######## jedro_1_lsu_hs ########
==> src/rtl/jedro_1_lsu_hs.sv <==
// jedro_1_lsu_hs: load-store unit with a request/grant/rvalid memory handshake.
// Handles byte/half/word accesses with byte enables, and sign or zero extension on loads.
// At most one access is outstanding at a time.
// Optional macro LSU_MISALIGN_EXC_EN: when defined, misaligned half/word accesses raise err_o.
// When it is not defined, the low address bits are cleared and the access proceeds.
module jedro_1_lsu_hs #(
  parameter int DATA_WIDTH     = 32,
  parameter int ADDR_WIDTH     = 32,
  parameter int REG_ADDR_WIDTH = 5
) (
  input  logic                      clk_i,
  input  logic                      rst_i,
  input  logic                      ctrl_valid_i,
  output logic                      ctrl_ready_o,
  input  logic                      ctrl_we_i,
  input  logic [1:0]                ctrl_size_i,
  input  logic                      ctrl_unsigned_i,
  input  logic [ADDR_WIDTH-1:0]     addr_i,
  input  logic [DATA_WIDTH-1:0]     wdata_i,
  input  logic [REG_ADDR_WIDTH-1:0] regdest_i,
  output logic [DATA_WIDTH-1:0]     rf_wdata_o,
  output logic                      rf_wb_o,
  output logic [REG_ADDR_WIDTH-1:0] rf_regdest_o,
  output logic                      err_o,
  output logic                      mem_req_o,
  input  logic                      mem_gnt_i,
  output logic [ADDR_WIDTH-1:0]     mem_addr_o,
  output logic                      mem_we_o,
  output logic [DATA_WIDTH/8-1:0]   mem_be_o,
  output logic [DATA_WIDTH-1:0]     mem_wdata_o,
  input  logic                      mem_rvalid_i,
  input  logic [DATA_WIDTH-1:0]     mem_rdata_i
);

  localparam int LANES = DATA_WIDTH / 8;

  typedef enum logic [1:0] {IDLE, REQ, WAIT_R, WB} state_t;

  state_t                    state;
  logic [1:0]                a_lo_q;
  logic [1:0]                size_q;
  logic                      unsigned_q;
  logic [REG_ADDR_WIDTH-1:0] regdest_q;

  logic                  acc_fault;
  logic [LANES-1:0]      st_be;
  logic [DATA_WIDTH-1:0] st_wdata;
  logic [DATA_WIDTH-1:0] ld_data;
  logic [7:0]            ld_byte;
  logic [15:0]           ld_half;

  // Classify the incoming request as a fault (illegal size, and misalignment when enabled).
  always_comb begin
    acc_fault = (ctrl_size_i == 2'b11);
`ifdef LSU_MISALIGN_EXC_EN
    if ((ctrl_size_i == 2'b01) && addr_i[0])
      acc_fault = 1'b1;
    if ((ctrl_size_i == 2'b10) && (addr_i[1:0] != 2'b00))
      acc_fault = 1'b1;
`endif
  end

  // Build the byte enables and the lane-replicated store data for the incoming request.
  always_comb begin
    st_be    = '1;
    st_wdata = wdata_i;
    if (ctrl_we_i) begin
      case (ctrl_size_i)
        2'b00: begin
          st_be    = {{(LANES-1){1'b0}}, 1'b1} << addr_i[1:0];
          st_wdata = {4{wdata_i[7:0]}};
        end
        2'b01: begin
          st_be    = {{(LANES-2){1'b0}}, 2'b11} << {addr_i[1], 1'b0};
          st_wdata = {2{wdata_i[15:0]}};
        end
        default: begin
          st_be    = '1;
          st_wdata = wdata_i;
        end
      endcase
    end
  end

  // Select the addressed lane of the returned word and extend it to full width.
  always_comb begin
    ld_byte = mem_rdata_i[{a_lo_q, 3'b000} +: 8];
    ld_half = mem_rdata_i[{a_lo_q[1], 4'b0000} +: 16];
    ld_data = mem_rdata_i;
    case (size_q)
      2'b00:   ld_data = unsigned_q ? {{(DATA_WIDTH-8){1'b0}}, ld_byte}
                                    : {{(DATA_WIDTH-8){ld_byte[7]}}, ld_byte};
      2'b01:   ld_data = unsigned_q ? {{(DATA_WIDTH-16){1'b0}}, ld_half}
                                    : {{(DATA_WIDTH-16){ld_half[15]}}, ld_half};
      default: ld_data = mem_rdata_i;
    endcase
  end

  // Handshake FSM; every output is registered here.
  always_ff @(posedge clk_i) begin
    if (rst_i) begin
      state        <= IDLE;
      ctrl_ready_o <= 1'b1;
      rf_wdata_o   <= '0;
      rf_wb_o      <= 1'b0;
      rf_regdest_o <= '0;
      err_o        <= 1'b0;
      mem_req_o    <= 1'b0;
      mem_addr_o   <= '0;
      mem_we_o     <= 1'b0;
      mem_be_o     <= '0;
      mem_wdata_o  <= '0;
      a_lo_q       <= '0;
      size_q       <= '0;
      unsigned_q   <= 1'b0;
      regdest_q    <= '0;
    end else begin
      case (state)
        IDLE: begin
          err_o   <= 1'b0;
          rf_wb_o <= 1'b0;
          if (ctrl_valid_i) begin
            if (acc_fault) begin
              err_o <= 1'b1;
            end else begin
              a_lo_q       <= addr_i[1:0];
              size_q       <= ctrl_size_i;
              unsigned_q   <= ctrl_unsigned_i;
              regdest_q    <= regdest_i;
              mem_addr_o   <= {addr_i[ADDR_WIDTH-1:2], 2'b00};
              mem_we_o     <= ctrl_we_i;
              mem_be_o     <= st_be;
              mem_wdata_o  <= st_wdata;
              mem_req_o    <= 1'b1;
              ctrl_ready_o <= 1'b0;
              state        <= REQ;
            end
          end
        end
        REQ: begin
          if (mem_gnt_i) begin
            mem_req_o <= 1'b0;
            if (mem_we_o) begin
              ctrl_ready_o <= 1'b1;
              state        <= IDLE;
            end else begin
              state <= WAIT_R;
            end
          end
        end
        WAIT_R: begin
          if (mem_rvalid_i) begin
            rf_wdata_o   <= ld_data;
            rf_regdest_o <= regdest_q;
            rf_wb_o      <= 1'b1;
            state        <= WB;
          end
        end
        WB: begin
          rf_wb_o      <= 1'b0;
          ctrl_ready_o <= 1'b1;
          state        <= IDLE;
        end
        default: begin
          state        <= IDLE;
          ctrl_ready_o <= 1'b1;
          mem_req_o    <= 1'b0;
        end
      endcase
    end
  end

endmodule

==> config.mk <==
export PLATFORM = sky130hd
export DESIGN_NAME = jedro_1_lsu_hs
export DESIGN_NICKNAME = d
export VERILOG_FILES = /design/src/rtl/jedro_1_lsu_hs.sv
export SDC_FILE = /design/constraint.sdc
export NUM_CORES = 1
export LEC_CHECK = 0
export CORE_MARGIN = 2
export CORE_UTILIZATION = 30
export CTS_CLUSTER_SIZE = 25
export DETAILED_ROUTE_END_ITERATION = 10
export HOLD_SLACK_MARGIN = 0.1
export PLACE_DENSITY_LB_ADDON = 0.15
export SLEW_MARGIN = 5
export SYNTH_ARGS = -nofsm -noshare
export SYNTH_HDL_FRONTEND = slang
export SYNTH_SLANG_ARGS = --single-unit
==> constraint.sdc <==
create_clock -name clk_i -period 2.55 [get_ports clk_i]
set_input_delay 0.3825 -clock clk_i [delete_from_list [all_inputs] [get_ports clk_i]]
set_output_delay 0.3825 -clock clk_i [all_outputs]
set_load 0.005 [all_outputs]
jedro_1_lsu_hs, zoomed window:
Region (48, 21) to (88, 61) um. Cells in gray, sequential cells in the stronger gray; small squares are vias.
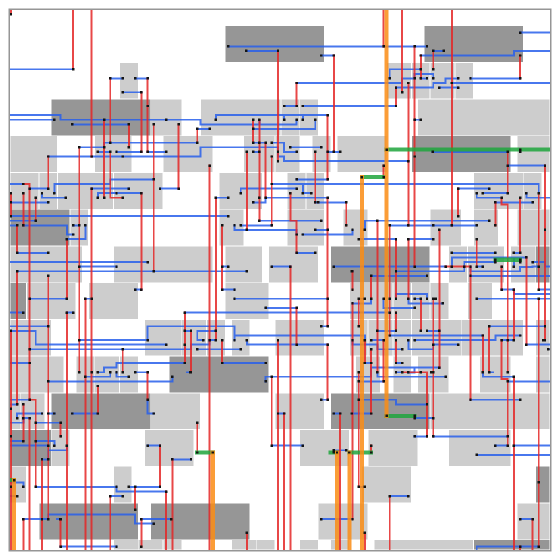
Key: metal 3 = green; metal 2 = red; metal 4 = orange; metal 1 = blue
Most frequent: clkdlybuf4s50_1 (15), nand2_1 (13), dfxtp_1 (11). Sequential cells in the window: 11. Netlist names of flops here include mem_wdata_o (5). 91 logic cells have their middle in the window.

jedro_1_lsu_hs, placed standard cells:
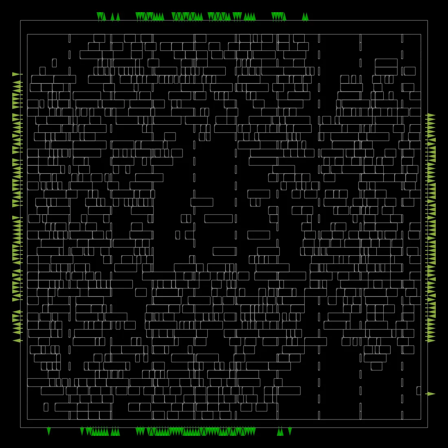
Final Instance Count excl. Fillers: 1063
core area: 16700 um^2
Cell Rows: 47

==> out/metrics.csv <==
stage,metric,value,unit
cells_and_area,num-nonclk-inverters,4,
floorplanning,die_h,135,um
critical_path,r2r_slack,0.51,ns
power,total_power,6020,uW
detailed_routing,wl_per_cell,15.7,um
detailed_routing,drtIter0Drc,261,
floorplanning,n_tap_cell,220,
clock_network,postCtsSetupBuffers,0,
detailed_routing,first_pass_iters,4,
outcome,status,completed,
power,power.density,734,nW/um^2
floorplanning,die-area,18300,um^2
min_path,min_from,rst_i,
power,power.share.sequential,0.354,
critical_path,critical_path.endpoint_type,flop,
logic_synthesis,yosysMostFrequentCell,nand2_1,
cells_and_area,nFillCells,1572,
logic_synthesis,flop_cell,dfxtp_1,
[registers in the layout (all words and copies together) (netlist names), named ones only]
| register | flops |
|---|---|
| rf_wb_o | 1 |
| size_q | 2 |
| mem_be_o | 4 |
| mem_wdata_o | 32 |
| regdest_q | 5 |
| ctrl_ready_o | 1 |
| mem_req_o | 1 |
| mem_addr_o | 30 |
| err_o | 1 |
| rf_regdest_o | 5 |
| unsigned_q | 1 |
| state | 1 |
| rf_wdata_o | 32 |
| a_lo_q | 2 |
| mem_we_o | 1 |

######## nibble_serial_adder ########
nibble_serial_adder, zoomed window:
Region (17, 2) to (57, 42) um. Cells in gray, sequential cells in the stronger gray; small squares are vias.
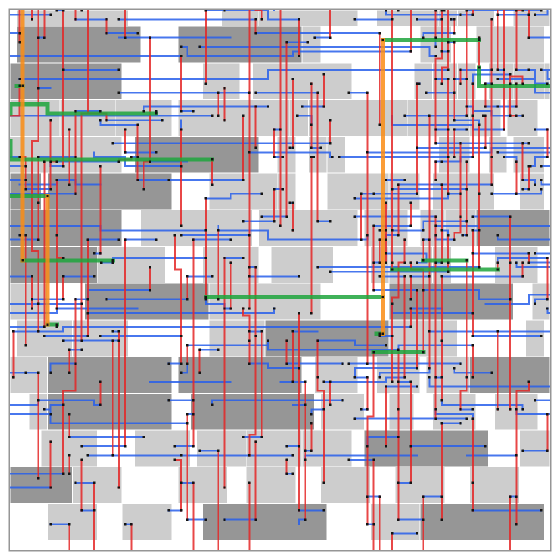
nibble_serial_adder, placed standard cells:
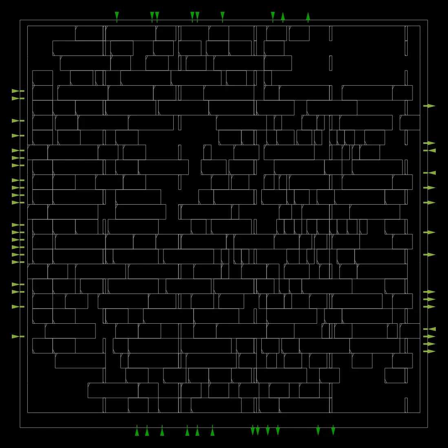
==> src/rtl/nibble_adder_pkg.sv <==
// Shared types and constants for the nibble-serial adder.
//   state_t  : controller states (IDLE / ADD / DONE)
//   NIBBLE_W : width of one digit processed per cycle
package nibble_adder_pkg;

  localparam int unsigned NIBBLE_W = 4;

  typedef enum logic [1:0] {
    IDLE = 2'd0,
    ADD  = 2'd1,
    DONE = 2'd2
  } state_t;

endpackage : nibble_adder_pkg

==> src/rtl/CarryRippleAdder.sv <==
// Purely combinational 4-bit ripple-carry adder.
//   A, B : 4-bit addends
//   Cin  : carry in
//   Sum  : 4-bit sum
//   Cout : carry out of bit 3
module CarryRippleAdder (
  input  logic [3:0] A,
  input  logic [3:0] B,
  input  logic       Cin,
  output logic [3:0] Sum,
  output logic       Cout
);

  // Full-adder chain, bit 0 first
  always_comb begin
    logic c;
    c   = Cin;
    Sum = '0;
    for (int i = 0; i < 4; i++) begin
      Sum[i] = A[i] ^ B[i] ^ c;
      c      = (A[i] & B[i]) | (c & (A[i] ^ B[i]));
    end
    Cout = c;
  end

endmodule : CarryRippleAdder

==> src/rtl/nibble_serial_adder.sv <==
// Nibble-serial adder: accepts a/b/cin with a valid/ready handshake, adds one
// 4-bit digit per cycle through a single ripple adder, then presents
// sum/cout/ovf with a valid/ready handshake.
//   clk, rst_n          : clock, async active-low reset
//   in_valid / in_ready : operand handshake (a, b, cin)
//   out_valid/out_ready : result handshake (sum, cout, ovf)
//   sum                 : (a+b+cin) mod 2^W
//   cout                : carry out of the MSB
//   ovf                 : signed overflow (carry into MSB xor carry out)
module nibble_serial_adder
  import nibble_adder_pkg::*;
#(
  parameter int unsigned NIBBLES = 4
) (
  input  logic                        clk,
  input  logic                        rst_n,
  input  logic                        in_valid,
  output logic                        in_ready,
  input  logic [NIBBLE_W*NIBBLES-1:0] a,
  input  logic [NIBBLE_W*NIBBLES-1:0] b,
  input  logic                        cin,
  output logic                        out_valid,
  input  logic                        out_ready,
  output logic [NIBBLE_W*NIBBLES-1:0] sum,
  output logic                        cout,
  output logic                        ovf
);

  localparam int unsigned W     = NIBBLE_W * NIBBLES;
  localparam int unsigned IDX_W = (NIBBLES > 1) ? $clog2(NIBBLES) : 1;
  localparam logic [IDX_W-1:0] IDX_LAST = IDX_W'(NIBBLES - 1);

  state_t           state_q, state_d;
  logic [IDX_W-1:0] idx_q, idx_d;
  logic             carry_q, carry_d;
  logic [W-1:0]     a_q, a_d;
  logic [W-1:0]     b_q, b_d;
  logic [W-1:0]     sum_q, sum_d;
  logic             cout_q, cout_d;
  logic             ovf_q, ovf_d;
  logic             in_ready_q, in_ready_d;
  logic             out_valid_q, out_valid_d;

  logic [NIBBLE_W-1:0] nib_a, nib_b, nib_sum;
  logic                nib_cout;
  logic                msb_cin;

  // Current digit of the latched operands
  assign nib_a = a_q[idx_q*NIBBLE_W +: NIBBLE_W];
  assign nib_b = b_q[idx_q*NIBBLE_W +: NIBBLE_W];

  CarryRippleAdder u_cra (
    .A    (nib_a),
    .B    (nib_b),
    .Cin  (carry_q),
    .Sum  (nib_sum),
    .Cout (nib_cout)
  );

  // Carry into the top bit of the digit, recovered from its sum bit
  assign msb_cin = nib_a[NIBBLE_W-1] ^ nib_b[NIBBLE_W-1] ^ nib_sum[NIBBLE_W-1];

  // Next-state and datapath update
  always_comb begin
    state_d = state_q;
    idx_d   = idx_q;
    carry_d = carry_q;
    a_d     = a_q;
    b_d     = b_q;
    sum_d   = sum_q;
    cout_d  = cout_q;
    ovf_d   = ovf_q;

    case (state_q)
      IDLE: begin
        if (in_valid) begin
          a_d     = a;
          b_d     = b;
          carry_d = cin;
          idx_d   = '0;
          state_d = ADD;
        end
      end
      ADD: begin
        sum_d[idx_q*NIBBLE_W +: NIBBLE_W] = nib_sum;
        carry_d = nib_cout;
        if (idx_q == IDX_LAST) begin
          cout_d  = nib_cout;
          ovf_d   = msb_cin ^ nib_cout;
          idx_d   = '0;
          state_d = DONE;
        end else begin
          idx_d = idx_q + IDX_W'(1);
        end
      end
      DONE: begin
        if (out_ready) state_d = IDLE;
      end
      default: state_d = IDLE;
    endcase

    in_ready_d  = (state_d == IDLE);
    out_valid_d = (state_d == DONE);
  end

  // State and datapath registers
  always_ff @(posedge clk or negedge rst_n) begin
    if (!rst_n) begin
      state_q     <= IDLE;
      idx_q       <= '0;
      carry_q     <= 1'b0;
      a_q         <= '0;
      b_q         <= '0;
      sum_q       <= '0;
      cout_q      <= 1'b0;
      ovf_q       <= 1'b0;
      in_ready_q  <= 1'b1;
      out_valid_q <= 1'b0;
    end else begin
      state_q     <= state_d;
      idx_q       <= idx_d;
      carry_q     <= carry_d;
      a_q         <= a_d;
      b_q         <= b_d;
      sum_q       <= sum_d;
      cout_q      <= cout_d;
      ovf_q       <= ovf_d;
      in_ready_q  <= in_ready_d;
      out_valid_q <= out_valid_d;
    end
  end

  assign in_ready  = in_ready_q;
  assign out_valid = out_valid_q;
  assign sum       = sum_q;
  assign cout      = cout_q;
  assign ovf       = ovf_q;

endmodule : nibble_serial_adder

==> config.mk <==
export PLATFORM = sky130hd
export DESIGN_NAME = nibble_serial_adder
export DESIGN_NICKNAME = d
export VERILOG_FILES = /design/src/rtl/nibble_adder_pkg.sv /design/src/rtl/CarryRippleAdder.sv /design/src/rtl/nibble_serial_adder.sv
export SDC_FILE = /design/constraint.sdc
export NUM_CORES = 1
export LEC_CHECK = 0
export CORE_UTILIZATION = 50
export CTS_CLUSTER_SIZE = 28
export DETAILED_ROUTE_END_ITERATION = 8
export PLACE_DENSITY = 0.79
export SYNTH_ARGS = -nofsm -noshare
export SYNTH_HDL_FRONTEND = slang
export SYNTH_SLANG_ARGS = --single-unit
==> constraint.sdc <==
create_clock -name clk -period 3.7 [get_ports clk]
set_input_delay 0.925 -clock clk [delete_from_list [all_inputs] [get_ports clk]]
set_output_delay 0.925 -clock clk [all_outputs]
set_load 0.005 [all_outputs]
==> out/metrics.csv <==
stage,metric,value,unit
outcome,status,completed,
grt,grt_usage,0.204,
logic_synthesis,yosysSeqAreaShare,0.543,
power,power.density,934,nW/um^2
power,seq_cell_power,1090,uW
logic_synthesis,edf_count,0,
logic_synthesis,ys_sh_mux,0.210,
detailed_routing,m1WireLength,2190,um
floorplanning,io_pins,57,
critical_path,cp_cell_sequence,buf_4 > mux4_2 > fa_1 > inv_1 > fa_1 > fa_1 > inv_1 > fa_1 > xnor2_1 > o21ai_0,
clock_network,cts_root_buf,clkbuf_8,
critical_path,r2r_cells,10,
detailed_routing,dr_wl_met3,249,um
logic_synthesis,synth_adder_area_share,0.0637,
critical_path,cp-endpoint,ovf$_DFFE_PN0P_,
min_path,hold_path.class,reg -> reg,
place,placed_cell_area,3240,um^2
detailed_routing,vias,1668,
logic_synthesis,syn_area_per_cell,14.5,um^2
critical_path,r2r_slack,0.76,ns
logic_synthesis,synth_flop_count,57,
logic_synthesis,floorplan.nets,229,
logic_synthesis,ys_warn_count,0,
critical_path,r2r_start,idx_q[0]$_DFFE_PN0P_,
cells_and_area,utilization,0.670,
power,maxPowerGroup,combinational cells,
logic_synthesis,top_logic_kind,multiplexers,
critical_path,crit_slowest_cell,fa_1,
sta,slew_headroom,0.567,
sta,period_needed,2.94,ns
About 'zoomed window' of nibble_serial_adder:
Key: metal 4 = orange; metal 2 = red; metal 3 = green; metal 1 = blue
Netlist names of flops here include a_q (8), sum (7), b_q (3). 95 logic cells have their middle in the window. Sequential cells in the window: 20. Most frequent: dfrtp_1 (20), clkdlybuf4s50_1 (12), mux2_2 (10).

About 'placed standard cells' of nibble_serial_adder:
number of fillers in the final layout: 389
# Taps: 70
Final Instance Count excl. Fillers: 320

layout make-up:
class	instances	area [um^2]	share of cell area
inverters	9	33.8	0.00993
multi-input cells	108	1100	0.325
clock buffers	15	156	0.0460
clock inverters	1	5.00	0.00147
well taps	70	87.6	0.0258
repair buffers	60	586	0.172
flip-flops and latches	57	1430	0.420
registers in the layout, indices dropped and copies added, names as in the netlist:
signal / flops
ovf: 1
in_ready: 1
b_q: 16
cout: 1
state_q: 2
out_valid: 1
carry_q: 1
idx_q: 2
sum: 16
a_q: 16


==> screenshots <==
Met3 routing.
image #1
Scale bar: 50 um.
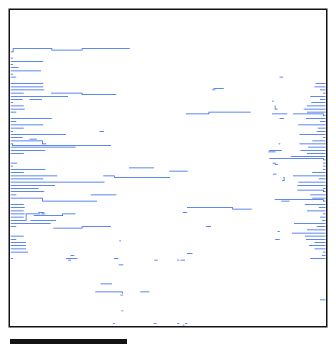
image #2
Scale bar: 20 um.
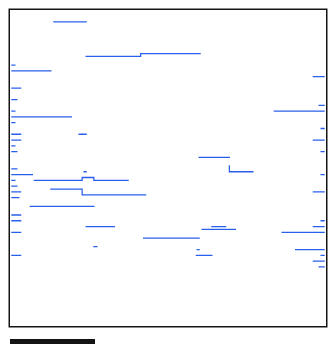
- largest die: image #1
| picture | from |
|---|---|
| image #2 | nibble_serial_adder |
| image #1 | jedro_1_lsu_hs |

Power figures rest on the tool's default switching activity, not on a simulated workload.
